=== design 1 ===
Fig. 1: design 1, cells by drive strength
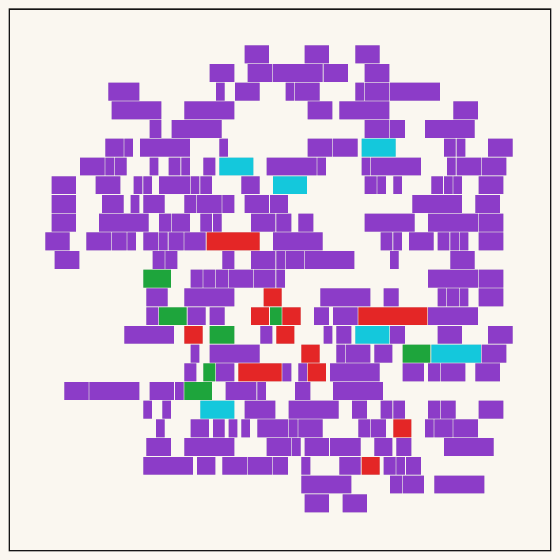

===== config.mk =====
export PLATFORM = sky130hd
export DESIGN_NAME = control_contador_flat
export DESIGN_NICKNAME = d
export VERILOG_FILES = /design/src/rtl/control_contador_pkg.sv /design/src/rtl/control_contador_if.sv /design/src/rtl/control_contador_rco_acumulador.sv /design/src/rtl/control_contador.sv /design/src/flat_wrapper.sv
export SDC_FILE = /design/constraint.sdc
export NUM_CORES = 1
export LEC_CHECK = 0
export CAP_MARGIN = 5
export CORE_MARGIN = 5
export CORE_UTILIZATION = 35
export DETAILED_ROUTE_END_ITERATION = 8
export PLACE_DENSITY = 0.65
export SLEW_MARGIN = 25
export SYNTH_ARGS = -nofsm -noshare
export SYNTH_HDL_FRONTEND = slang
export SYNTH_HIERARCHICAL = 1
export SYNTH_SLANG_ARGS = --single-unit

===== constraint.sdc =====
create_clock -name CLK -period 2.1 [get_ports CLK]
set_clock_uncertainty 0.05 [all_clocks]
set_input_delay 0.525 -clock CLK [delete_from_list [all_inputs] [get_ports CLK]]
set_output_delay 0.525 -clock CLK [all_outputs]
set_load 0.02 [all_outputs]

===== src/rtl/control_contador_pkg.sv =====
// control_contador_pkg: shared FSM state encoding and counter MODO constants for the contador sequencer
package ctrl_contador_pkg;
  typedef enum logic [1:0] {
    IDLE   = 2'd0,
    RUN    = 2'd1,
    SETTLE = 2'd2
  } state_t;
  localparam logic [1:0] MODO_UP    = 2'b00;
  localparam logic [1:0] MODO_DOWN1 = 2'b01;
  localparam logic [1:0] MODO_DOWN3 = 2'b10;
  localparam logic [1:0] MODO_LOAD  = 2'b11;
endpackage


===== src/rtl/control_contador_if.sv =====
// control_contador_if: command handshake plus counter-facing signals of the contador sequencer
interface control_contador_if #(
  parameter int WIDTH = 4,
  parameter int CNT_W = 8
);
  logic             CMD_VALID;
  logic             CMD_READY;
  logic [1:0]       CMD_OP;
  logic [WIDTH-1:0] CMD_DATA;
  logic [CNT_W-1:0] CMD_STEPS;
  logic             ENB;
  logic [1:0]       MODO;
  logic [WIDTH-1:0] D;
  logic [WIDTH-1:0] Q;
  logic             RCO;
  logic             DONE;
  logic [CNT_W-1:0] RCO_CNT;
  logic [WIDTH-1:0] LAST_Q;
  modport slave (
    input  CMD_VALID, CMD_OP, CMD_DATA, CMD_STEPS, Q, RCO,
    output CMD_READY, ENB, MODO, D, DONE, RCO_CNT, LAST_Q
  );
  modport master (
    output CMD_VALID, CMD_OP, CMD_DATA, CMD_STEPS, Q, RCO,
    input  CMD_READY, ENB, MODO, D, DONE, RCO_CNT, LAST_Q
  );
endinterface


===== src/rtl/control_contador_rco_acumulador.sv =====
// rco_acumulador: saturating pulse counter with synchronous clear
module rco_acumulador #(
  parameter int CNT_W = 8
) (
  input  logic             clk,
  input  logic             rst,
  input  logic             clr,
  input  logic             inc,
  output logic [CNT_W-1:0] cnt
);
  logic [CNT_W-1:0] cnt_q, cnt_d;
  // clear wins over increment; count sticks at all-ones
  always_comb cnt_d = clr ? '0 : (inc && cnt_q != '1) ? cnt_q + 1'b1 : cnt_q;
  // count register
  always_ff @(posedge clk)
    if (rst) cnt_q <= '0;
    else cnt_q <= cnt_d;
  assign cnt = cnt_q;
endmodule


===== src/rtl/control_contador.sv =====
// control_contador: command sequencer driving a contador counter (ENB/MODO/D), tallying RCO and capturing Q; define CTRL_RCO_STOP_EN to let RCO end a burst early
module control_contador
  import ctrl_contador_pkg::*;
#(
  parameter int WIDTH = 4,
  parameter int CNT_W = 8
) (
  input  logic CLK,
  input  logic RESET,
  control_contador_if.slave bus
);
  state_t state_q, state_d;
  logic ready_q, ready_d, enb_q, enb_d, done_q, done_d;
  logic clr, inc, stop;
  logic [1:0] modo_q, modo_d;
  logic [WIDTH-1:0] d_q, d_d, last_q_q, last_q_d;
  logic [CNT_W-1:0] rem_q, rem_d, rco_cnt;
`ifdef CTRL_RCO_STOP_EN
  assign stop = bus.RCO;
`else
  assign stop = 1'b0;
`endif
  // next-state: accept in IDLE, burn down the step budget in RUN, report in SETTLE
  always_comb begin
    state_d  = state_q;
    ready_d  = ready_q;
    enb_d    = enb_q;
    modo_d   = modo_q;
    d_d      = d_q;
    done_d   = 1'b0;
    last_q_d = last_q_q;
    rem_d    = rem_q;
    clr      = 1'b0;
    inc      = 1'b0;
    case (state_q)
      IDLE: if (bus.CMD_VALID && ready_q) begin
        modo_d  = bus.CMD_OP;
        d_d     = bus.CMD_DATA;
        enb_d   = 1'b1;
        rem_d   = (bus.CMD_STEPS == '0) ? CNT_W'(1) : bus.CMD_STEPS;
        clr     = 1'b1;
        ready_d = 1'b0;
        state_d = RUN;
      end
      RUN: begin
        rem_d = rem_q - 1'b1;
        inc   = bus.RCO;
        if (rem_q == CNT_W'(1) || stop) begin
          enb_d   = 1'b0;
          state_d = SETTLE;
        end
      end
      SETTLE: begin
        last_q_d = bus.Q;
        done_d   = 1'b1;
        inc      = bus.RCO;
        ready_d  = 1'b1;
        state_d  = IDLE;
      end
      default: begin
        enb_d   = 1'b0;
        ready_d = 1'b1;
        state_d = IDLE;
      end
    endcase
  end
  // all sequencer state and registered outputs
  always_ff @(posedge CLK)
    if (RESET) begin
      state_q  <= IDLE;
      ready_q  <= 1'b1;
      enb_q    <= 1'b0;
      modo_q   <= MODO_UP;
      d_q      <= '0;
      done_q   <= 1'b0;
      last_q_q <= '0;
      rem_q    <= '0;
    end else begin
      state_q  <= state_d;
      ready_q  <= ready_d;
      enb_q    <= enb_d;
      modo_q   <= modo_d;
      d_q      <= d_d;
      done_q   <= done_d;
      last_q_q <= last_q_d;
      rem_q    <= rem_d;
    end
  rco_acumulador #(.CNT_W(CNT_W)) u_rco (
    .clk(CLK),
    .rst(RESET),
    .clr(clr),
    .inc(inc),
    .cnt(rco_cnt)
  );
  assign bus.CMD_READY = ready_q;
  assign bus.ENB       = enb_q;
  assign bus.MODO      = modo_q;
  assign bus.D         = d_q;
  assign bus.DONE      = done_q;
  assign bus.RCO_CNT   = rco_cnt;
  assign bus.LAST_Q    = last_q_q;
endmodule


===== src/flat_wrapper.sv =====
// flat-port wrapper written by rule: the top's interface ports become plain ports
module control_contador_flat import ctrl_contador_pkg::*;
#(
  parameter int WIDTH = 4,
  parameter int CNT_W = 8
)
  (CLK, RESET, bus_CMD_VALID, bus_CMD_OP, bus_CMD_DATA, bus_CMD_STEPS, bus_Q, bus_RCO, bus_CMD_READY, bus_ENB, bus_MODO, bus_D, bus_DONE, bus_RCO_CNT, bus_LAST_Q);
  control_contador_if #(.WIDTH(WIDTH), .CNT_W(CNT_W)) bus_i ();
  input  logic CLK;
  input  logic RESET;
  input wire logic [$bits(bus_i.CMD_VALID)-1:0] bus_CMD_VALID;
  input wire logic [$bits(bus_i.CMD_OP)-1:0] bus_CMD_OP;
  input wire logic [$bits(bus_i.CMD_DATA)-1:0] bus_CMD_DATA;
  input wire logic [$bits(bus_i.CMD_STEPS)-1:0] bus_CMD_STEPS;
  input wire logic [$bits(bus_i.Q)-1:0] bus_Q;
  input wire logic [$bits(bus_i.RCO)-1:0] bus_RCO;
  output wire logic [$bits(bus_i.CMD_READY)-1:0] bus_CMD_READY;
  output wire logic [$bits(bus_i.ENB)-1:0] bus_ENB;
  output wire logic [$bits(bus_i.MODO)-1:0] bus_MODO;
  output wire logic [$bits(bus_i.D)-1:0] bus_D;
  output wire logic [$bits(bus_i.DONE)-1:0] bus_DONE;
  output wire logic [$bits(bus_i.RCO_CNT)-1:0] bus_RCO_CNT;
  output wire logic [$bits(bus_i.LAST_Q)-1:0] bus_LAST_Q;
  assign bus_i.CMD_VALID = bus_CMD_VALID;
  assign bus_i.CMD_OP = bus_CMD_OP;
  assign bus_i.CMD_DATA = bus_CMD_DATA;
  assign bus_i.CMD_STEPS = bus_CMD_STEPS;
  assign bus_i.Q = bus_Q;
  assign bus_i.RCO = bus_RCO;
  assign bus_CMD_READY = bus_i.CMD_READY;
  assign bus_ENB = bus_i.ENB;
  assign bus_MODO = bus_i.MODO;
  assign bus_D = bus_i.D;
  assign bus_DONE = bus_i.DONE;
  assign bus_RCO_CNT = bus_i.RCO_CNT;
  assign bus_LAST_Q = bus_i.LAST_Q;
  control_contador #(.WIDTH(WIDTH), .CNT_W(CNT_W)) u_core (.CLK(CLK), .RESET(RESET), .bus(bus_i));
endmodule

=== design 2 ===
<file path="src/rtl/cpu_mc_if.sv">
// Host/debug/status bundle for the cpu_mc core: the host side drives load, start and debug-address signals.
// The core side returns the debug read data and the registered execution state.
interface cpu_mc_if #(
  parameter int DATA_W = 8,
  parameter int ADDR_W = 4
);
  localparam int IW = 4 + ADDR_W;
  localparam int PW = (IW > DATA_W) ? IW : DATA_W;

  logic              start;
  logic              prog_we;
  logic              prog_sel;
  logic [ADDR_W-1:0] prog_addr;
  logic [PW-1:0]     prog_data;
  logic [ADDR_W-1:0] dbg_addr;
  logic [DATA_W-1:0] dbg_data;
  logic [ADDR_W-1:0] pc;
  logic [DATA_W-1:0] acc;
  logic              zf;
  logic              cf;
  logic              busy;
  logic              halt;

  modport master (
    output start, prog_we, prog_sel, prog_addr, prog_data, dbg_addr,
    input  dbg_data, pc, acc, zf, cf, busy, halt
  );

  modport slave (
    input  start, prog_we, prog_sel, prog_addr, prog_data, dbg_addr,
    output dbg_data, pc, acc, zf, cf, busy, halt
  );
endinterface

</file>
<file path="src/rtl/cpu_mc.sv">
// Multi-cycle accumulator core: 2 cycles per instruction (FETCH, EXEC); results are visible the cycle after the EXEC edge.
// There is no backpressure: start is ignored while busy, and host writes are accepted only in IDLE or HALT.
module cpu_mc #(
  parameter int DATA_W = 8,
  parameter int ADDR_W = 4
) (
  input  logic    clk,
  input  logic    rst_n,
  cpu_mc_if.slave bus
);
  localparam int IW    = 4 + ADDR_W;
  localparam int DEPTH = 1 << ADDR_W;

  localparam logic [3:0] OP_LDA = 4'h1;
  localparam logic [3:0] OP_STA = 4'h2;
  localparam logic [3:0] OP_ADD = 4'h3;
  localparam logic [3:0] OP_SUB = 4'h4;
  localparam logic [3:0] OP_LDI = 4'h5;
  localparam logic [3:0] OP_JMP = 4'h6;
  localparam logic [3:0] OP_JZ  = 4'h7;
  localparam logic [3:0] OP_JC  = 4'h8;
  localparam logic [3:0] OP_HLT = 4'hF;

  typedef enum logic [1:0] {S_IDLE, S_FETCH, S_EXEC, S_HALT} state_t;

  state_t            state;
  logic [IW-1:0]     ir;
  logic [ADDR_W-1:0] pc;
  logic [DATA_W-1:0] acc;
  logic              zf;
  logic              cf;
  logic              busy;
  logic              halt;

  logic [IW-1:0]     imem [DEPTH];
  logic [DATA_W-1:0] dmem [DEPTH];

  logic [3:0]        op;
  logic [ADDR_W-1:0] opr;
  logic [DATA_W-1:0] mem_rd;
  logic [DATA_W:0]   sum;
  logic [DATA_W:0]   diff;
  logic              host_ok;

  assign op      = ir[IW-1 -: 4];
  assign opr     = ir[ADDR_W-1:0];
  assign mem_rd  = dmem[opr];
  assign sum     = {1'b0, acc} + {1'b0, mem_rd};
  assign diff    = {1'b0, acc} - {1'b0, mem_rd};
  assign host_ok = bus.prog_we && (state == S_IDLE || state == S_HALT);

  assign bus.dbg_data = dmem[bus.dbg_addr];
  assign bus.pc       = pc;
  assign bus.acc      = acc;
  assign bus.zf       = zf;
  assign bus.cf       = cf;
  assign bus.busy     = busy;
  assign bus.halt     = halt;

  // Memories keep their contents across reset; a reset during EXEC clears state, so no STA write can follow.
  always_ff @(posedge clk) begin
    if (host_ok && !bus.prog_sel)
      imem[bus.prog_addr] <= bus.prog_data[IW-1:0];
    if (host_ok && bus.prog_sel)
      dmem[bus.prog_addr] <= bus.prog_data[DATA_W-1:0];
    else if (state == S_EXEC && op == OP_STA)
      dmem[opr] <= acc;
  end

  always_ff @(posedge clk or negedge rst_n) begin
    if (!rst_n) begin
      state <= S_IDLE;
      ir    <= '0;
      pc    <= '0;
      acc   <= '0;
      zf    <= 1'b0;
      cf    <= 1'b0;
      busy  <= 1'b0;
      halt  <= 1'b0;
    end else begin
      case (state)
        S_IDLE, S_HALT: begin
          if (bus.start) begin
            state <= S_FETCH;
            pc    <= '0;
            halt  <= 1'b0;
            busy  <= 1'b1;
          end
        end
        S_FETCH: begin
          ir    <= imem[pc];
          state <= S_EXEC;
        end
        S_EXEC: begin
          state <= S_FETCH;
          pc    <= pc + 1'b1;
          case (op)
            OP_LDA: begin
              acc <= mem_rd;
              zf  <= (mem_rd == '0);
            end
            OP_ADD: begin
              acc <= sum[DATA_W-1:0];
              cf  <= sum[DATA_W];
              zf  <= (sum[DATA_W-1:0] == '0);
            end
            OP_SUB: begin
              acc <= diff[DATA_W-1:0];
              cf  <= diff[DATA_W];
              zf  <= (diff[DATA_W-1:0] == '0);
            end
            OP_LDI: begin
              acc <= DATA_W'(opr);
              zf  <= (opr == '0);
            end
            OP_JMP: pc <= opr;
            OP_JZ:  if (zf) pc <= opr;
            OP_JC:  if (cf) pc <= opr;
            OP_HLT: begin
              // pc stays on the HLT address so the host can see where it stopped
              pc    <= pc;
              state <= S_HALT;
              busy  <= 1'b0;
              halt  <= 1'b1;
            end
            default: ;
          endcase
        end
        default: state <= S_IDLE;
      endcase
    end
  end
endmodule

</file>
<file path="src/flat_wrapper.sv">
// flat-port wrapper written by rule: the top's interface ports become plain ports
module cpu_mc_flat 
#(
  parameter int DATA_W = 8,
  parameter int ADDR_W = 4
)
  (clk, rst_n, bus_start, bus_prog_we, bus_prog_sel, bus_prog_addr, bus_prog_data, bus_dbg_addr, bus_dbg_data, bus_pc, bus_acc, bus_zf, bus_cf, bus_busy, bus_halt);
  cpu_mc_if #(.DATA_W(DATA_W), .ADDR_W(ADDR_W)) bus_i ();
  input  logic clk;
  input  logic rst_n;
  input wire logic [$bits(bus_i.start)-1:0] bus_start;
  input wire logic [$bits(bus_i.prog_we)-1:0] bus_prog_we;
  input wire logic [$bits(bus_i.prog_sel)-1:0] bus_prog_sel;
  input wire logic [$bits(bus_i.prog_addr)-1:0] bus_prog_addr;
  input wire logic [$bits(bus_i.prog_data)-1:0] bus_prog_data;
  input wire logic [$bits(bus_i.dbg_addr)-1:0] bus_dbg_addr;
  output wire logic [$bits(bus_i.dbg_data)-1:0] bus_dbg_data;
  output wire logic [$bits(bus_i.pc)-1:0] bus_pc;
  output wire logic [$bits(bus_i.acc)-1:0] bus_acc;
  output wire logic [$bits(bus_i.zf)-1:0] bus_zf;
  output wire logic [$bits(bus_i.cf)-1:0] bus_cf;
  output wire logic [$bits(bus_i.busy)-1:0] bus_busy;
  output wire logic [$bits(bus_i.halt)-1:0] bus_halt;
  assign bus_i.start = bus_start;
  assign bus_i.prog_we = bus_prog_we;
  assign bus_i.prog_sel = bus_prog_sel;
  assign bus_i.prog_addr = bus_prog_addr;
  assign bus_i.prog_data = bus_prog_data;
  assign bus_i.dbg_addr = bus_dbg_addr;
  assign bus_dbg_data = bus_i.dbg_data;
  assign bus_pc = bus_i.pc;
  assign bus_acc = bus_i.acc;
  assign bus_zf = bus_i.zf;
  assign bus_cf = bus_i.cf;
  assign bus_busy = bus_i.busy;
  assign bus_halt = bus_i.halt;
  cpu_mc #(.DATA_W(DATA_W), .ADDR_W(ADDR_W)) u_core (.clk(clk), .rst_n(rst_n), .bus(bus_i));
endmodule
</file>
<file path="config.mk">
export PLATFORM = sky130hd
export DESIGN_NAME = cpu_mc_flat
export DESIGN_NICKNAME = d
export VERILOG_FILES = /design/src/rtl/cpu_mc_if.sv /design/src/rtl/cpu_mc.sv /design/src/flat_wrapper.sv
export SDC_FILE = /design/constraint.sdc
export NUM_CORES = 1
export LEC_CHECK = 0
export ABC_CLOCK_PERIOD_IN_PS = 4100
export CAP_MARGIN = 15
export CORE_MARGIN = 1.5
export CORE_UTILIZATION = 35
export DETAILED_ROUTE_END_ITERATION = 8
export GPL_ROUTABILITY_DRIVEN = 0
export GPL_TIMING_DRIVEN = 0
export PLACE_DENSITY_LB_ADDON = 0.12
export SYNTH_ARGS = -nofsm -noshare
export SYNTH_HDL_FRONTEND = slang
export SYNTH_SLANG_ARGS = --single-unit
export TNS_END_PERCENT = 5
</file>
<file path="constraint.sdc">
create_clock -name clk -period 4.1 [get_ports clk]
set_input_delay 0.82 -clock clk [delete_from_list [all_inputs] [get_ports clk]]
set_output_delay 0.82 -clock clk [all_outputs]
set_load 0.05 [all_outputs]
</file>
=== design 3 ===
**config.mk**
```make
export PLATFORM = sky130hd
export DESIGN_NAME = cpu_checker_v2
export DESIGN_NICKNAME = d
export VERILOG_FILES = /design/src/rtl/cpu_checker_pkg.sv /design/src/rtl/char_class.sv /design/src/rtl/cpu_checker_v2.sv
export SDC_FILE = /design/constraint.sdc
export NUM_CORES = 1
export LEC_CHECK = 0
export CORE_UTILIZATION = 49
export CTS_CLUSTER_DIAMETER = 60
export CTS_CLUSTER_SIZE = 12
export DETAILED_ROUTE_END_ITERATION = 6
export PLACE_DENSITY = 0.8
export SYNTH_ARGS = -nofsm -noshare
export SYNTH_HDL_FRONTEND = slang
export SYNTH_HIERARCHICAL = 1
export SYNTH_SLANG_ARGS = --single-unit
export TNS_END_PERCENT = 20
```
**constraint.sdc**
```tcl
create_clock -name clk -period 3 [get_ports clk]
set_input_delay 0.6 -clock clk [delete_from_list [all_inputs] [get_ports clk]]
set_output_delay 0.6 -clock clk [all_outputs]
set_load 0.02 [all_outputs]
```
**src/rtl/cpu_checker_pkg.sv**
```systemverilog
// Shared constants and character helpers for the cpu_checker_v2 trace parser.
package cpu_checker_pkg;

  localparam logic [3:0] S_IDLE = 4'd0,  S_TIME = 4'd1, S_PC   = 4'd2,
                         S_SP0  = 4'd3,  S_GRF  = 4'd4, S_ADDR = 4'd5,
                         S_SP1  = 4'd6,  S_LT   = 4'd7, S_SP2  = 4'd8,
                         S_DATA = 4'd9,  S_DONE = 4'd10;

  localparam int ERR_TIME = 0, ERR_PC = 1, ERR_ADDR = 2, ERR_GRF = 3, ERR_MONO = 4;

  localparam logic [1:0] FMT_NONE = 2'd0, FMT_REG = 2'd1, FMT_MEM = 2'd2;

  function automatic logic is_dec(input logic [7:0] c);
    return (c >= 8'h30) && (c <= 8'h39);
  endfunction

  // lowercase only: uppercase hex is a format error
  function automatic logic is_hex(input logic [7:0] c);
    return is_dec(c) || ((c >= 8'h61) && (c <= 8'h66));
  endfunction

  function automatic logic [3:0] hex_val(input logic [7:0] c);
    return is_dec(c) ? c[3:0] : c[3:0] + 4'd9;
  endfunction

  // wrap-around subtraction folds both bounds into one compare
  function automatic logic in_win(input logic [31:0] v, input logic [31:0] lo,
                                  input logic [31:0] hi);
    return (v - lo) <= (hi - lo);
  endfunction

endpackage

```
**src/rtl/char_class.sv**
```systemverilog
// Combinational character classifier: decimal/hex flags and nibble value.
module char_class
  import cpu_checker_pkg::*;
(
  input  logic [7:0] ch,
  output logic       dec,
  output logic       hex,
  output logic [3:0] nib
);
  assign dec = is_dec(ch);
  assign hex = is_hex(ch);
  assign nib = hex_val(ch);
endmodule

```
**src/rtl/cpu_checker_v2.sv**
```systemverilog
// Character-stream trace checker: parses register/memory write records and flags
// format and semantic errors, with time-monotonicity history and saturating stats.
module cpu_checker_v2
  import cpu_checker_pkg::*;
#(
  parameter int          TIME_DIGITS = 4,
  parameter int          GRF_DIGITS  = 4,
  parameter int          REG_NUM     = 32,
  parameter logic [31:0] PC_LO       = 32'h0000_3000,
  parameter logic [31:0] PC_HI       = 32'h0000_6FFF,
  parameter logic [31:0] ADDR_LO     = 32'h0,
  parameter logic [31:0] ADDR_HI     = 32'h0000_2FFF,
  parameter int          CNT_W       = 16
) (
  input  logic             clk,
  input  logic             reset,
  input  logic [7:0]       char,
  input  logic [15:0]      freq,
  output logic [1:0]       format_type,
  output logic [4:0]       error_code,
  output logic [CNT_W-1:0] record_cnt,
  output logic [CNT_W-1:0] err_cnt
);
  localparam int TIME_W = $clog2(10**TIME_DIGITS);
  localparam int GRF_W  = $clog2(10**GRF_DIGITS);

  logic [3:0]        state;
  logic [7:0]        cnt;
  logic [TIME_W-1:0] tm_acc, prev_time;
  logic [GRF_W-1:0]  grf_acc;
  logic [31:0]       pc_acc, addr_acc;
  logic              is_mem, prev_valid;
  logic [4:0]        err_q, err_new;
  logic [31:0]       tmask;
  logic              c_dec, c_hex;
  logic [3:0]        c_nib;

  char_class u_cc (.ch(char), .dec(c_dec), .hex(c_hex), .nib(c_nib));

  assign tmask = 32'(freq >> 1) - 32'd1;

  always_comb begin
    err_new           = '0;
    err_new[ERR_TIME] = (32'(tm_acc) & tmask) != 32'd0;
    err_new[ERR_PC]   = !in_win(pc_acc, PC_LO, PC_HI) || (pc_acc[1:0] != 2'b00);
    err_new[ERR_ADDR] = is_mem && (!in_win(addr_acc, ADDR_LO, ADDR_HI) || (addr_acc[1:0] != 2'b00));
    err_new[ERR_GRF]  = !is_mem && (32'(grf_acc) >= 32'(REG_NUM));
    err_new[ERR_MONO] = prev_valid && (tm_acc < prev_time);
  end

  always_ff @(posedge clk or negedge reset) begin
    if (!reset) begin
      state      <= S_IDLE;
      cnt        <= '0;
      tm_acc     <= '0;
      grf_acc    <= '0;
      pc_acc     <= '0;
      addr_acc   <= '0;
      is_mem     <= 1'b0;
      err_q      <= '0;
      prev_time  <= '0;
      prev_valid <= 1'b0;
      record_cnt <= '0;
      err_cnt    <= '0;
    end else if (char == "^") begin
      state    <= S_TIME;
      cnt      <= '0;
      tm_acc   <= '0;
      grf_acc  <= '0;
      pc_acc   <= '0;
      addr_acc <= '0;
      is_mem   <= 1'b0;
    end else begin
      // anything not matched below is a format error and drops the record
      state <= S_IDLE;
      case (state)
        S_TIME:
          if (c_dec && cnt < 8'(TIME_DIGITS)) begin
            state  <= S_TIME;
            cnt    <= cnt + 8'd1;
            tm_acc <= TIME_W'(tm_acc * TIME_W'(10) + TIME_W'(c_nib));
          end else if (char == "@" && cnt != 8'd0) begin
            state <= S_PC;
            cnt   <= '0;
          end
        S_PC:
          if (c_hex && cnt < 8'd8) begin
            state  <= S_PC;
            cnt    <= cnt + 8'd1;
            pc_acc <= {pc_acc[27:0], c_nib};
          end else if (char == ":" && cnt == 8'd8) begin
            state <= S_SP0;
          end
        S_SP0:
          if (char == " ") begin
            state <= S_SP0;
          end else if (char == "$") begin
            state  <= S_GRF;
            cnt    <= '0;
            is_mem <= 1'b0;
          end else if (char == "*") begin
            state  <= S_ADDR;
            cnt    <= '0;
            is_mem <= 1'b1;
          end
        S_GRF:
          if (c_dec && cnt < 8'(GRF_DIGITS)) begin
            state   <= S_GRF;
            cnt     <= cnt + 8'd1;
            grf_acc <= GRF_W'(grf_acc * GRF_W'(10) + GRF_W'(c_nib));
          end else if (char == " " && cnt != 8'd0) begin
            state <= S_SP1;
          end else if (char == "<" && cnt != 8'd0) begin
            state <= S_LT;
          end
        S_ADDR:
          if (c_hex && cnt < 8'd8) begin
            state    <= S_ADDR;
            cnt      <= cnt + 8'd1;
            addr_acc <= {addr_acc[27:0], c_nib};
          end else if (char == " " && cnt == 8'd8) begin
            state <= S_SP1;
          end else if (char == "<" && cnt == 8'd8) begin
            state <= S_LT;
          end
        S_SP1:
          if (char == " ")      state <= S_SP1;
          else if (char == "<") state <= S_LT;
        S_LT:
          if (char == "=") state <= S_SP2;
        S_SP2:
          if (char == " ") begin
            state <= S_SP2;
          end else if (c_hex) begin
            state <= S_DATA;
            cnt   <= 8'd1;
          end
        S_DATA:
          if (c_hex && cnt < 8'd8) begin
            state <= S_DATA;
            cnt   <= cnt + 8'd1;
          end else if (char == "#" && cnt == 8'd8) begin
            state      <= S_DONE;
            err_q      <= err_new;
            prev_time  <= tm_acc;
            prev_valid <= 1'b1;
            if (record_cnt != '1) record_cnt <= record_cnt + 1'b1;
            if (err_new != '0 && err_cnt != '1) err_cnt <= err_cnt + 1'b1;
          end
        default: ;
      endcase
    end
  end

  assign format_type = (state == S_DONE) ? (is_mem ? FMT_MEM : FMT_REG) : FMT_NONE;
  assign error_code  = (state == S_DONE) ? err_q : 5'd0;

endmodule

```
=== design 4 ===
$ cat config.mk
export PLATFORM = sky130hd
export DESIGN_NAME = regfile_write_queue
export DESIGN_NICKNAME = d
export VERILOG_FILES = /design/src/rtl/regfile_pkg.sv /design/src/rtl/wq_fifo.sv /design/src/rtl/regfile_write_queue.sv
export SDC_FILE = /design/constraint.sdc
export NUM_CORES = 1
export LEC_CHECK = 0
export CAP_MARGIN = 20
export CORE_MARGIN = 1
export CORE_UTILIZATION = 43
export CTS_CLUSTER_DIAMETER = 50
export DETAILED_ROUTE_END_ITERATION = 10
export HOLD_SLACK_MARGIN = 0.05
export MAX_ROUTING_LAYER = met4
export PLACE_DENSITY = 0.86
export SYNTH_ARGS = -nofsm -noshare
export SYNTH_HDL_FRONTEND = slang
export SYNTH_SLANG_ARGS = --single-unit
$ cat constraint.sdc
create_clock -name clk -period 2 [get_ports clk]
set_clock_uncertainty 0.05 [all_clocks]
set_input_delay 0.4 -clock clk [delete_from_list [all_inputs] [get_ports clk]]
set_output_delay 0.4 -clock clk [all_outputs]
set_load 0.005 [all_outputs]
$ cat src/rtl/regfile_pkg.sv
// Shared types and defaults for the register-file write queue.
package regfile_pkg;

  localparam int unsigned ADDRESS_SIZE_DEF  = 5;
  localparam int unsigned REGISTER_SIZE_DEF = 32;

  // One queued writeback at the default bank geometry.
  typedef struct packed {
    logic [ADDRESS_SIZE_DEF-1:0]  addr;
    logic [REGISTER_SIZE_DEF-1:0] data;
  } wq_entry_t;

endpackage

$ cat src/rtl/wq_fifo.sv
// Entry storage for the write queue: circular buffer with wrapping head/tail
// pointers and an occupancy count. Entries are also exported in age order
// (index 0 = head = oldest) so the top level can search them for forwarding.
// Build option REGFILE_WQ_BYPASS_EN also exports the queued data of every entry.
module wq_fifo
  import regfile_pkg::*;
#(
  parameter int unsigned ADDRESS_SIZE  = ADDRESS_SIZE_DEF,
  parameter int unsigned REGISTER_SIZE = REGISTER_SIZE_DEF,
  parameter int unsigned DEPTH         = 4
) (
  input  logic                       clk,
  input  logic                       reset,
  input  logic                       push,
  input  logic [ADDRESS_SIZE-1:0]    push_addr,
  input  logic [REGISTER_SIZE-1:0]   push_data,
  input  logic                       pop,
  output logic [REGISTER_SIZE-1:0]   head_data,
  output logic [ADDRESS_SIZE-1:0]    entry_addr [DEPTH],
`ifdef REGFILE_WQ_BYPASS_EN
  output logic [REGISTER_SIZE-1:0]   entry_data [DEPTH],
`endif
  output logic [DEPTH-1:0]           entry_valid,
  output logic [$clog2(DEPTH):0]     count
);

  localparam int unsigned PtrW = $clog2(DEPTH);
  localparam int unsigned CntW = PtrW + 1;

  logic [ADDRESS_SIZE-1:0]  mem_addr_q [DEPTH];
  logic [REGISTER_SIZE-1:0] mem_data_q [DEPTH];
  logic [PtrW-1:0]          head_q, tail_q;
  logic [CntW-1:0]          count_q;

  // Pointers and occupancy; reset empties the queue at once.
  always_ff @(posedge clk or posedge reset) begin
    if (reset) begin
      head_q  <= '0;
      tail_q  <= '0;
      count_q <= '0;
    end else begin
      if (push) tail_q <= tail_q + PtrW'(1);
      if (pop)  head_q <= head_q + PtrW'(1);
      if (push && !pop)      count_q <= count_q + CntW'(1);
      else if (pop && !push) count_q <= count_q - CntW'(1);
    end
  end

  // Storage needs no reset: slots beyond count are never observed.
  always_ff @(posedge clk) begin
    if (push) begin
      mem_addr_q[tail_q] <= push_addr;
      mem_data_q[tail_q] <= push_data;
    end
  end

  // Rotate storage into age order and flag occupied slots.
  always_comb begin
    for (int i = 0; i < DEPTH; i++) begin
      entry_addr[i]  = mem_addr_q[head_q + PtrW'(i)];
`ifdef REGFILE_WQ_BYPASS_EN
      entry_data[i]  = mem_data_q[head_q + PtrW'(i)];
`endif
      entry_valid[i] = (CntW'(i) < count_q);
    end
  end

  assign head_data = mem_data_q[head_q];
  assign count     = count_q;

endmodule

$ cat src/rtl/regfile_write_queue.sv
// Write-side front end for register_bank: buffers writeback requests, drains
// them in order when the bank write port is granted, and covers queued data on
// the two read paths. Build option REGFILE_WQ_BYPASS_EN: forward the youngest
// queued value onto rd_dataN; otherwise raise hazardN for the pipeline to stall.
module regfile_write_queue
  import regfile_pkg::*;
#(
  parameter int unsigned ADDRESS_SIZE  = ADDRESS_SIZE_DEF,
  parameter int unsigned REGISTER_SIZE = REGISTER_SIZE_DEF,
  parameter int unsigned DEPTH         = 4
) (
  input  logic                       clk,
  input  logic                       reset,
  input  logic                       req_valid,
  output logic                       req_ready,
  input  logic [ADDRESS_SIZE-1:0]    req_addr,
  input  logic [REGISTER_SIZE-1:0]   req_data,
  input  logic                       rf_grant,
  output logic                       write,
  output logic [ADDRESS_SIZE-1:0]    addr_in,
  output logic [REGISTER_SIZE-1:0]   data_in,
  input  logic [ADDRESS_SIZE-1:0]    addr_out1,
  input  logic [ADDRESS_SIZE-1:0]    addr_out2,
  input  logic [REGISTER_SIZE-1:0]   data_out1,
  input  logic [REGISTER_SIZE-1:0]   data_out2,
  output logic [REGISTER_SIZE-1:0]   rd_data1,
  output logic [REGISTER_SIZE-1:0]   rd_data2,
  output logic                       hazard1,
  output logic                       hazard2,
  output logic [$clog2(DEPTH):0]     count,
  output logic                       idle
);

  localparam int unsigned CntW = $clog2(DEPTH) + 1;

  logic                     push, empty;
  logic [REGISTER_SIZE-1:0] head_data;
  logic [ADDRESS_SIZE-1:0]  entry_addr [DEPTH];
  logic [DEPTH-1:0]         entry_valid;
  logic                     hit1, hit2;
`ifdef REGFILE_WQ_BYPASS_EN
  logic [REGISTER_SIZE-1:0] entry_data [DEPTH];
  logic [REGISTER_SIZE-1:0] fwd1, fwd2;
`endif

  wq_fifo #(
    .ADDRESS_SIZE  (ADDRESS_SIZE),
    .REGISTER_SIZE (REGISTER_SIZE),
    .DEPTH         (DEPTH)
  ) u_fifo (
    .clk         (clk),
    .reset       (reset),
    .push        (push),
    .push_addr   (req_addr),
    .push_data   (req_data),
    .pop         (write),
    .head_data   (head_data),
    .entry_addr  (entry_addr),
`ifdef REGFILE_WQ_BYPASS_EN
    .entry_data  (entry_data),
`endif
    .entry_valid (entry_valid),
    .count       (count)
  );

  // No pass-through when full: ready looks only at registered occupancy.
  assign empty     = (count == '0);
  assign idle      = empty;
  assign req_ready = (count != CntW'(DEPTH));
  assign push      = req_valid && req_ready;
  assign write     = rf_grant && !empty;
  assign addr_in   = empty ? '0 : entry_addr[0];
  assign data_in   = empty ? '0 : head_data;

  // Scan oldest to youngest so the last match seen is the youngest entry.
  always_comb begin
    hit1 = 1'b0;
    hit2 = 1'b0;
`ifdef REGFILE_WQ_BYPASS_EN
    fwd1 = '0;
    fwd2 = '0;
`endif
    for (int i = 0; i < DEPTH; i++) begin
      if (entry_valid[i] && (entry_addr[i] == addr_out1)) begin
        hit1 = 1'b1;
`ifdef REGFILE_WQ_BYPASS_EN
        fwd1 = entry_data[i];
`endif
      end
      if (entry_valid[i] && (entry_addr[i] == addr_out2)) begin
        hit2 = 1'b1;
`ifdef REGFILE_WQ_BYPASS_EN
        fwd2 = entry_data[i];
`endif
      end
    end
  end

`ifdef REGFILE_WQ_BYPASS_EN
  assign rd_data1 = hit1 ? fwd1 : data_out1;
  assign rd_data2 = hit2 ? fwd2 : data_out2;
  assign hazard1  = 1'b0;
  assign hazard2  = 1'b0;
`else
  assign rd_data1 = data_out1;
  assign rd_data2 = data_out2;
  assign hazard1  = hit1;
  assign hazard2  = hit2;
`endif

endmodule

Fig. 2: design 1, routed metal, one colour a layer
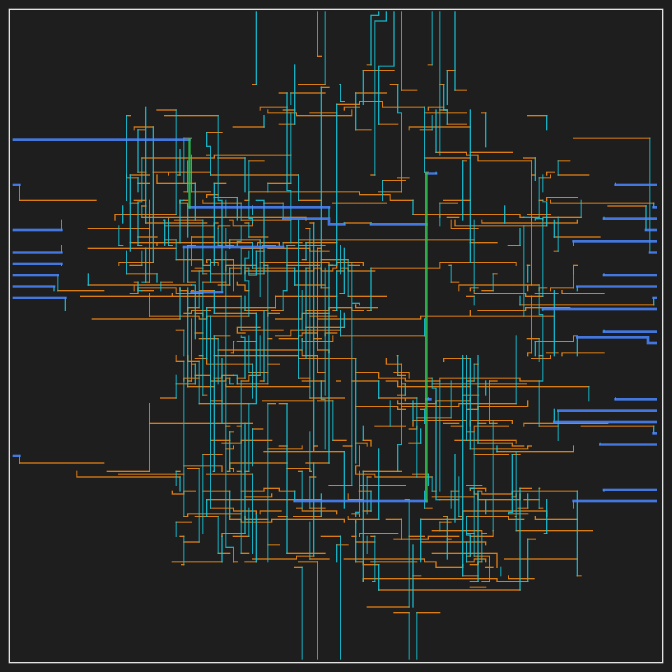
metal 4: in green, wire length 47.6 um. metal 3: in blue, wire length 241 um. metal 1: in orange, wire length 1780 um. metal 2: in cyan, wire length 1810 um.
Routed Wire Length: 3.87 mm
Via Count: 1492
WL per Instance: 13.3 um
aggregate global-route resource usage: 0.131

Fig. 3: design 1, wires at chosen ports, followed through buffers
Bar = 20 um.
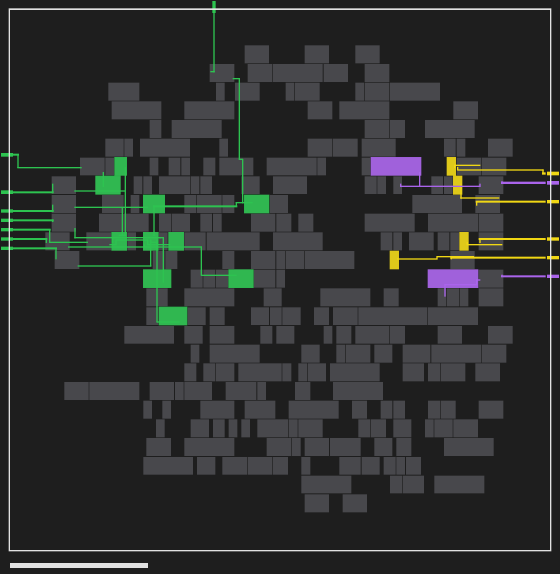
bus_CMD_DATA: in yellow, bits 4, direction input, end cells 4, buffers 4, wire 75.9 um. bus_CMD_STEPS: in green, bits 8, direction input, end cells 10, buffers 8, wire 231 um. bus_MODO: in purple, bits 2, direction output, end cells 2, buffers 2, wire 34.4 um.
Port Buf Inserts: 42
I/O Pins: 43

About Fig. 1:
_3 and _4 cells: in red, cells 12, share 5.0%, most used buf_4. _0 and _1 cells: in purple, cells 213, share 89%, most used clkdlybuf4s50_1. _2 cells: in green, cells 7, share 2.9%. _6 and larger: in cyan, cells 6, share 2.5%, most used clkbuf_8.

==> ci_impl_report.md, design 1 <==
### Yosys + OpenROAD results

| Metric | Value |
|---|---|
| Core box area | 4630 um^2 |
| Pre-CTS setup slack | -0.0177 ns |
| Yosys top cell by area | dfxtp_1 |
| Net Switching | 0.872 mW |
| Yosys stat cell total | 186 |
| Clk sinks | 31 |
| Status | complete, no violations |
| Worst-path clk slew | 0.07 ns |
| CP startpoint | u_core/u_rco/cnt[3] |
| Die height | 78.5 um |
| Top FF cell, synth | dfxtp_1 |
| Hold_ws | 0.402 ns |
| Switching Share | 0.379 |
| Clock buffer count from CTS | 5 |
| Netlist Area Pre-Place | 1640 um^2 |
| CP endpoint kind | output pin |
| CP Buf/Inv Count | 1 |
| Detail Route met2 WL | 1.81 mm |
| Synth area leaders | dfxtp_1 38%, mux2i_1 8.5%, nand2_1 5.7% |
| Final Slew Violations | 0 |
## design 1: area by class of cell
type,instances,area (um^2)
clock inverter,1,5.00
sequential,31,621
tap,54,67.6
multi-input combinational,138,932
fill,455,2380
timing repair buffer,52,508
clock buffer,7,76.3
inverter,9,35.0
## design 1: cell usage in the layout (no fill, tap or decap), types with 3 or more instances in the layout
master           count
inv_1                8
and3_1               3
a21oi_1             17
or3_1                3
nor4_1               3
o21ai_0              7
a211oi_1             3
nand2_1             25
clkdlybuf4s50_1     42
ha_1                 6
nor2_1              13
dfxtp_1             31
a21boi_1             3
buf_4                9
nor3_1               3
nand3_1              4
mux2i_1             14
clkbuf_8             5
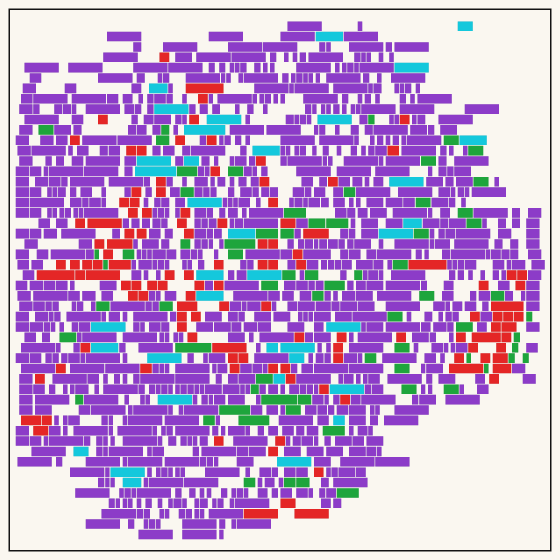
Fig. 4. Cells by drive strength (design 3).
_3 and _4 cells: in red, cells 121, share 10%, most used buf_4. _0 and _1 cells: in purple, cells 985, share 81%, most used nand2_1. _6 and larger: in cyan, cells 36, share 3.0%, most used clkbuf_16. _2 cells: in green, cells 68, share 5.6%, most used mux2_2.
bufs w/o clock: 167
Final Cell Area: 12000 um^2
Area Overhead vs Synth: 26.2%
Setup WS post-layout: 0.00445 ns

==> ci_impl_report.md, design 3 <==
### Yosys + OpenROAD results

| Metric | Value |
|---|---|
| Aggregate global-route resource usage | 0.248 |
| Max Clk Rate | 334 MHz |
| Combinational share of cell area | 0.461 |
| Tool warnings | 35 |
| Net Switching | 1.06 mW |
| P_int | 3.54 mW |
| Flip-flop and latch area | 3930 um^2 |
| Worst Setup EP | tm_acc[13] |
| Status | complete, no violations |
| Netlist Area Pre-Place | 9550 um^2 |
| Worst Tran Pin Value | 0.701 ns |
| XOR Share, Synth | 0.0706 |
| TNS Setup | 0 ns |
| GRT busiest layer | met2 |
| CP Buf/Inv Count | 1 |
| Sequential share of cell area | 0.326 |
| Final Power | 4.60 mW |
| Routed vias/inst | 5.67 |
| Mapped Cells | 1057 |
| Filler cells | 1551 |
| Cell Rows | 50 |
| Yosys chip area | 9550 um^2 |
| Routed Wire Length | 23.6 mm |
| Leading cell kind | logic gates |
| Fin util | 0.638 |
| Clock buffer count from CTS | 17 |
[design 3: Yosys cell counts, types with 3 or more instances]
master     number
a211o_1         6
a211oi_1       16
a21o_1         10
a21oi_1        87
a31oi_1         5
and2_1         10
and3_1         13
and4_1          3
buf_2           3
clkbuf_1       40
dfrtp_1       157
fa_1            4
ha_1           66
inv_1          44
mux2_2         17
mux2i_1         5
nand2_1       184
nand2b_1       11
nand3_1        45
nand3b_1        5
nand4_1        14
nor2_1         70
nor2b_1         7
nor3_1         33
nor3b_1         7
nor4_1         20
o2111ai_1       5
o21a_1          5
o21ai_0        24
o2bb2ai_1       3
o31ai_1         3
or3_1           5
or4_1           4
xnor2_1        35
xor2_1         42
[design 3: registers in the layout (all words and copies together) (netlist names)]
register	count
addr_acc	32
cnt	8
err_cnt	16
err_q	5
grf_acc	14
is_mem	1
pc_acc	32
prev_time	14
prev_valid	1
record_cnt	16
state	4
tm_acc	14
[design 3: logic make-up after synthesis]
family / Yosys count
simple gates: 446
compound gates: 194
flops: 157
buf+inv: 90
xor+xnor: 77
fa+ha+maj: 70
mux: 23
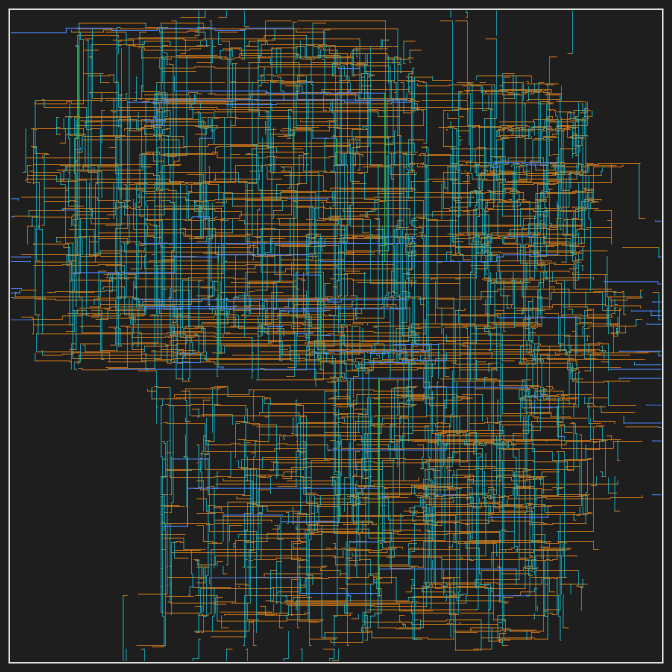
Fig. 5. Routed metal, one colour a layer (design 2).
metal 4: in green, wire length 455 um. metal 2: in cyan, wire length 16300 um. metal 3: in blue, wire length 1500 um. metal 1: in orange, wire length 17500 um.
aggregate global-route resource usage: 0.187
WL per Instance: 25.0 um

==> ci_impl_report.md, design 2 <==
### Yosys + OpenROAD results

| Metric | Value |
|---|---|
| Vias in the first global route | 7756 |
| Unrepaired setup endpoints after global routing | true |
| PD cells | 698 nW/um^2 |
| Routed Wire Length | 35.7 mm |
| Clock power frac | 0.260 |
| First-pass GRT wire length | 52.6 mm |
| Slew headroom | 0.230 |
| Synth unique cells | 67 |
| Setup WS post-layout | 0.0686 ns |
| Antenna violations before repair | 0 |
| Most numerous logic cell after layout | edfxtp_1 |
| Status | complete, no violations |
| Fin crit share | 0.983 |
| Clock Tree Root | clkbuf_16 |
| Worst Tran Pin Value | 1.15 ns |
| CTS-repair resized insts | 17 |
| Routed vias/inst | 5.44 |
| Registers | 282 |
| FF-to-FF Start | u_core.ir[0] |
| Pre-CTS setup slack | -0.612 ns |
[design 2: cell usage after synthesis (4+ instances only)]
library cell	number
a211oi_1	4
a21oi_1	30
a222oi_1	4
a22oi_1	12
buf_1	7
buf_2	11
clkbuf_1	29
dfrtp_1	26
edfxtp_1	256
ha_1	20
inv_1	22
mux2_2	9
mux2i_1	21
mux4_1	6
mux4_2	90
nand2_1	50
nand2b_1	11
nand3_1	7
nor2_1	55
nor2b_1	9
nor3_1	10
o21a_1	5
o21ai_0	30
o21ai_1	6
o221ai_1	8
o22ai_1	9
xnor2_1	4
xor2_1	5
[design 2: layer usage]
metal  wire [um]  global-route usage  vias up
li1            -                   -     3456
met1       17500               0.284     4117
met2       16300               0.286      157
met3        1500              0.0282       34
met4         455              0.0314        0
met5           0                   0        -
[design 2: cell families (layout without fill, tap and decap cells)]
family / after synthesis / in the layout / synth area share
AND/OR/NAND/NOR: 172 / 172 / 0.0643
AND-OR/OR-AND: 134 / 134 / 0.0666
buffers and inverters: 73 / 171 / 0.0241
flip-flops: 282 / 282 / 0.629
multiplexers: 126 / 126 / 0.188
XOR/XNOR: 9 / 9 / 0.00595
adder cells (fa/ha/maj): 22 / 22 / 0.0219
Fig. 6: design 4, routed metal, one colour a layer
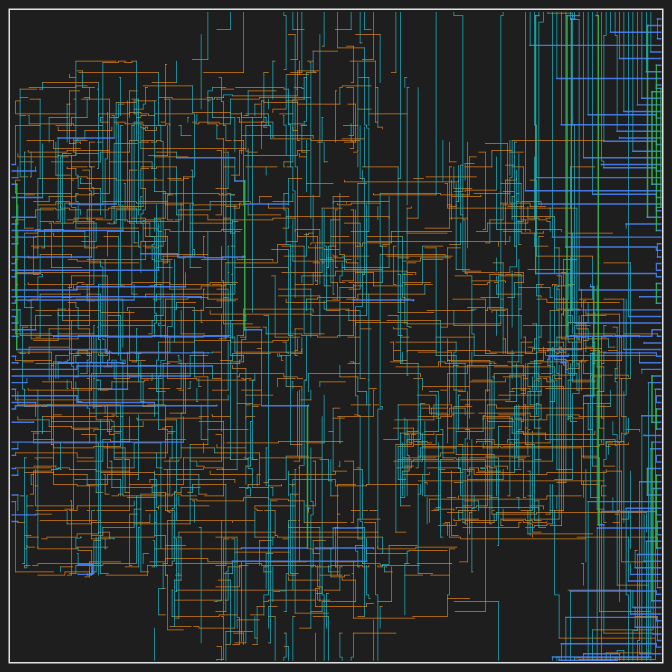
metal 1: in orange, wire length 6390 um. metal 2: in cyan, wire length 9710 um. metal 3: in blue, wire length 1460 um. metal 4: in green, wire length 588 um.
aggregate global-route resource usage: 0.214
Routed Wire Length: 18.1 mm
Via Count: 4157
WL per Instance: 22.9 um

==> ci_impl_report.md, design 4 <==
### Yosys + OpenROAD results

| Metric | Value |
|---|---|
| Failing checks | negative setup slack |
| Largest net degree at the start of global routing | 34 |
| Setup WS post-layout | -0.942 ns |
| Dpl hpwl | 12.7 mm |
| GPL Wtd Cong | 0.910 |
| Filler cells | 1321 |
| Placed Area | 8660 um^2 |
| Most numerous logic cell after layout | edfxtp_1 |
| Yosys chip area | 7500 um^2 |
| Max reg flops | 128 |
| CP arrival | 2.49 ns |
| Final Slew Violations | 0 |
| Final setup fails | 41 |
| Die height | 134 um |
| Core box area | 16800 um^2 |
| Slew headroom | 0.665 |
| Count leader, synth | edfxtp_1 |
| Worst-Skew Late Latency | 0.41 ns |
| Critical path class | register to output pin |
| CP Buf/Inv Count | 3 |
| Flip-flop and latch area | 4620 um^2 |
| Antenna violations before repair | 0 |
| Status | complete, but fails checks |
## design 4: cell type report
class                   count  area share
clock buffers              17      0.0440
flip-flops and latches    155       0.478
clock inverters            15      0.0184
well taps                 220      0.0285
multi-input cells         204       0.245
inverters                   7     0.00324
repair buffers            175       0.183
## design 4: report_power, final
group          switching [mW]  internal (mW)  total (mW)
logic                    3.09           4.39        7.48
clock network            1.33           1.89        3.22
registers               0.244           4.30        4.54
## design 4: cells by family after synthesis
group                      Yosys count  share of synthesized area
DFF                                155                      0.616
and+or+nand+nor                     70                     0.0532
adders and majority gates            9                     0.0150
buffers and inverters               92                     0.0844
muxes                               67                      0.167
AOI/OAI and AO/OA                    8                    0.00634
xor gates and xnor gates            50                     0.0584
## design 4: what timing repair did
action,in CTS,in global routing
resized,65,20
pin swaps,11,7
gates cloned,3,0
setup endpoints to repair,46,44
buffers inserted,18,6
## design 4: layer usage
metal	track usage	share of wire
met3	0.0676	0.081
met2	0.377	0.54
met4	0.0849	0.032
met5	-	0
met1	0.221	0.35
## design 4: through the flow
step	total power, mW	util	std cells
after detailed placement	11.2	0.515	739
after CTS	15.3	0.571	791
after floorplan	8.37	-	451
after global placement	11.1	0.515	739
final	15.2	0.575	793
after global routing	16.0	0.575	793

==> layout pictures side by side <==
Placed cells, one colour a class.
Fill, decap, tap and diode cells in grey.
shot_01.png
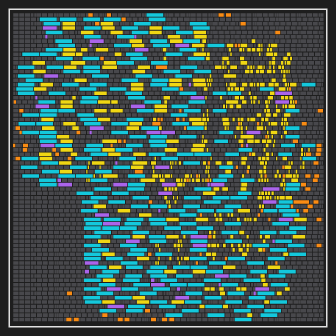
shot_02.png
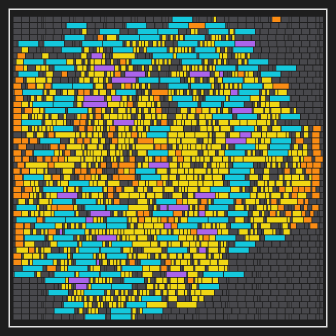
shot_03.png
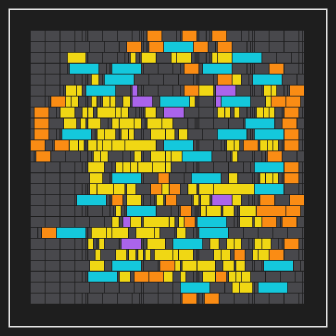
shot_04.png
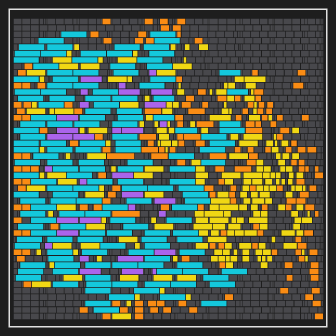
Design 1 is shot_03.png.
Design 2 is shot_01.png.
Design 3 is shot_02.png.
Design 4 is shot_04.png.
The one with the lowest utilization is shot_01.png.
The one with the fewest sequential cells is shot_03.png.

Key to shot_03.png:
other buffers and delay cells: in orange, cells 52. clock drivers and dummy loads: in purple, cells 8. flops: in cyan, cells 31. combinational and other logic: in yellow, cells 147.



==> layout pictures side by side <==
Wires at chosen ports, followed through buffers.
Bar = 50 um.
panel A
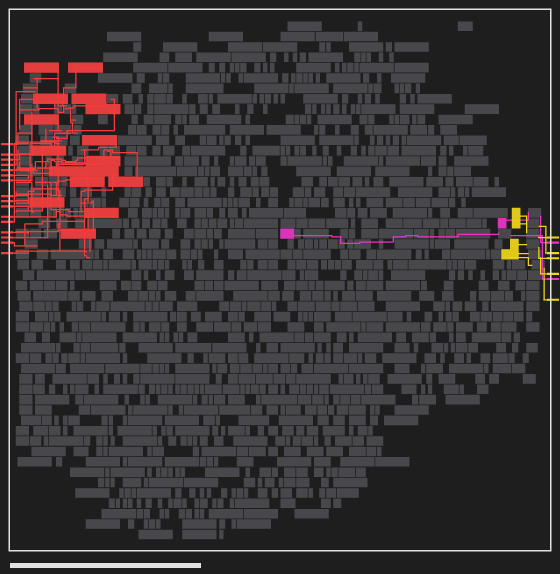
panel B
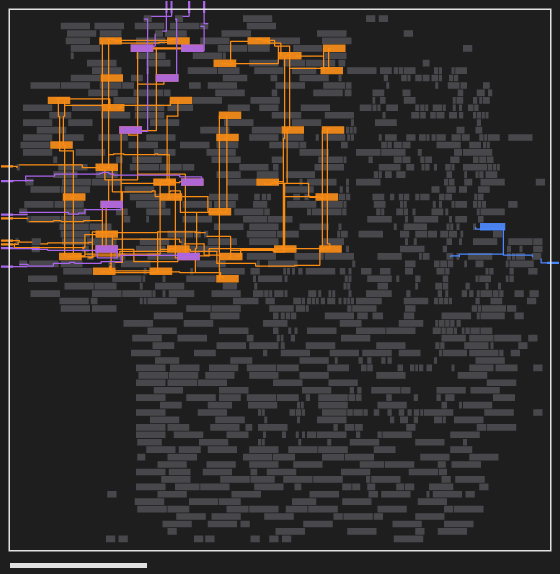
panel C
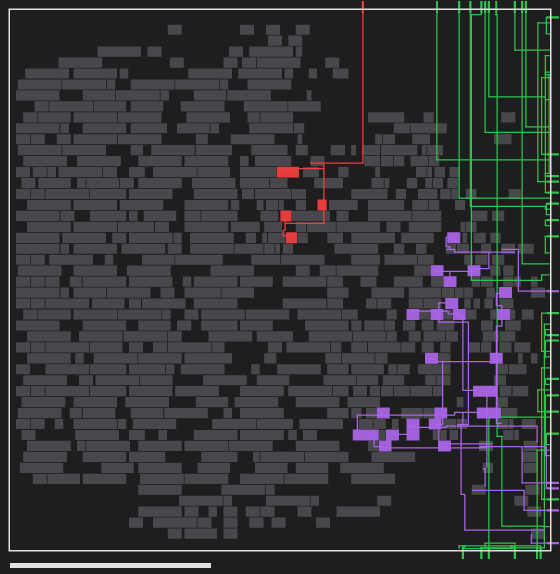
- design 2 = panel B
- design 4 = panel C
- design 3 = panel A
The one with the largest die is panel B.
The one with the fewest cells is panel C.


==> notes/layouts.md <==
Pictures saved along the way, in no particular order.

Cell outlines without signal wires.
image #1
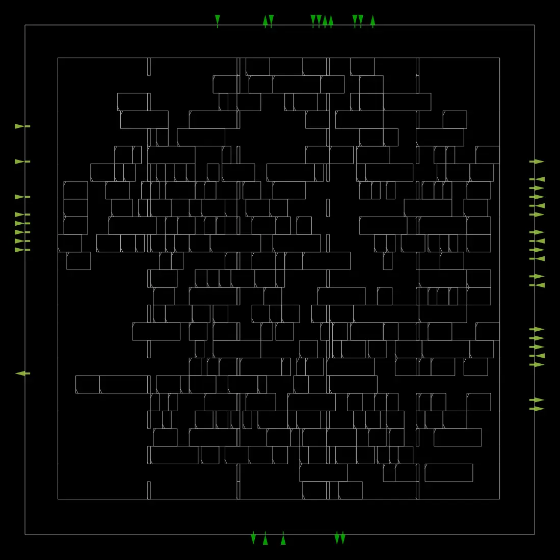
image #2
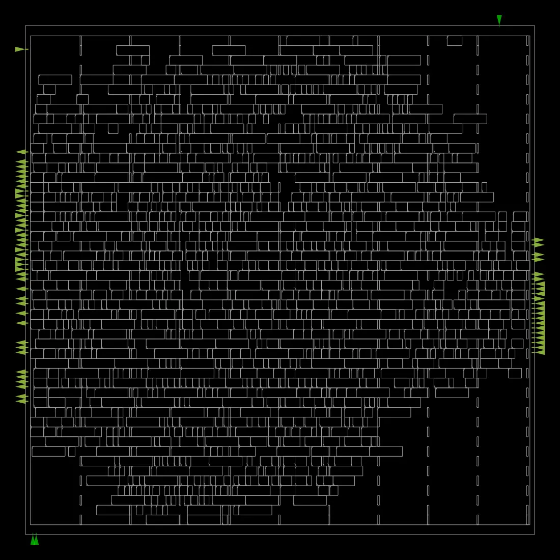
image #3
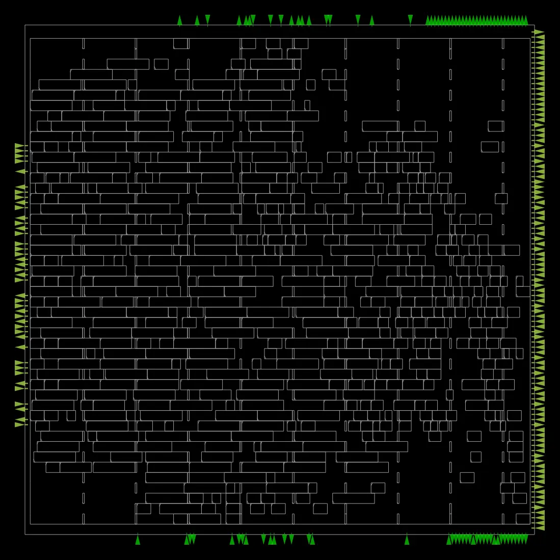
image #4
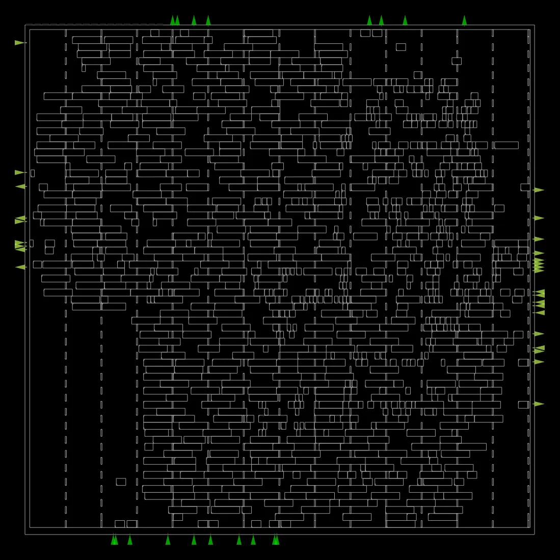
image #3 -> design 4
image #4 -> design 2
image #1 -> design 1
image #2 -> design 3
The one with the fewest sequential cells is image #1.
The one with the lowest utilization is image #4.

Power and IR drop assume default switching activity.
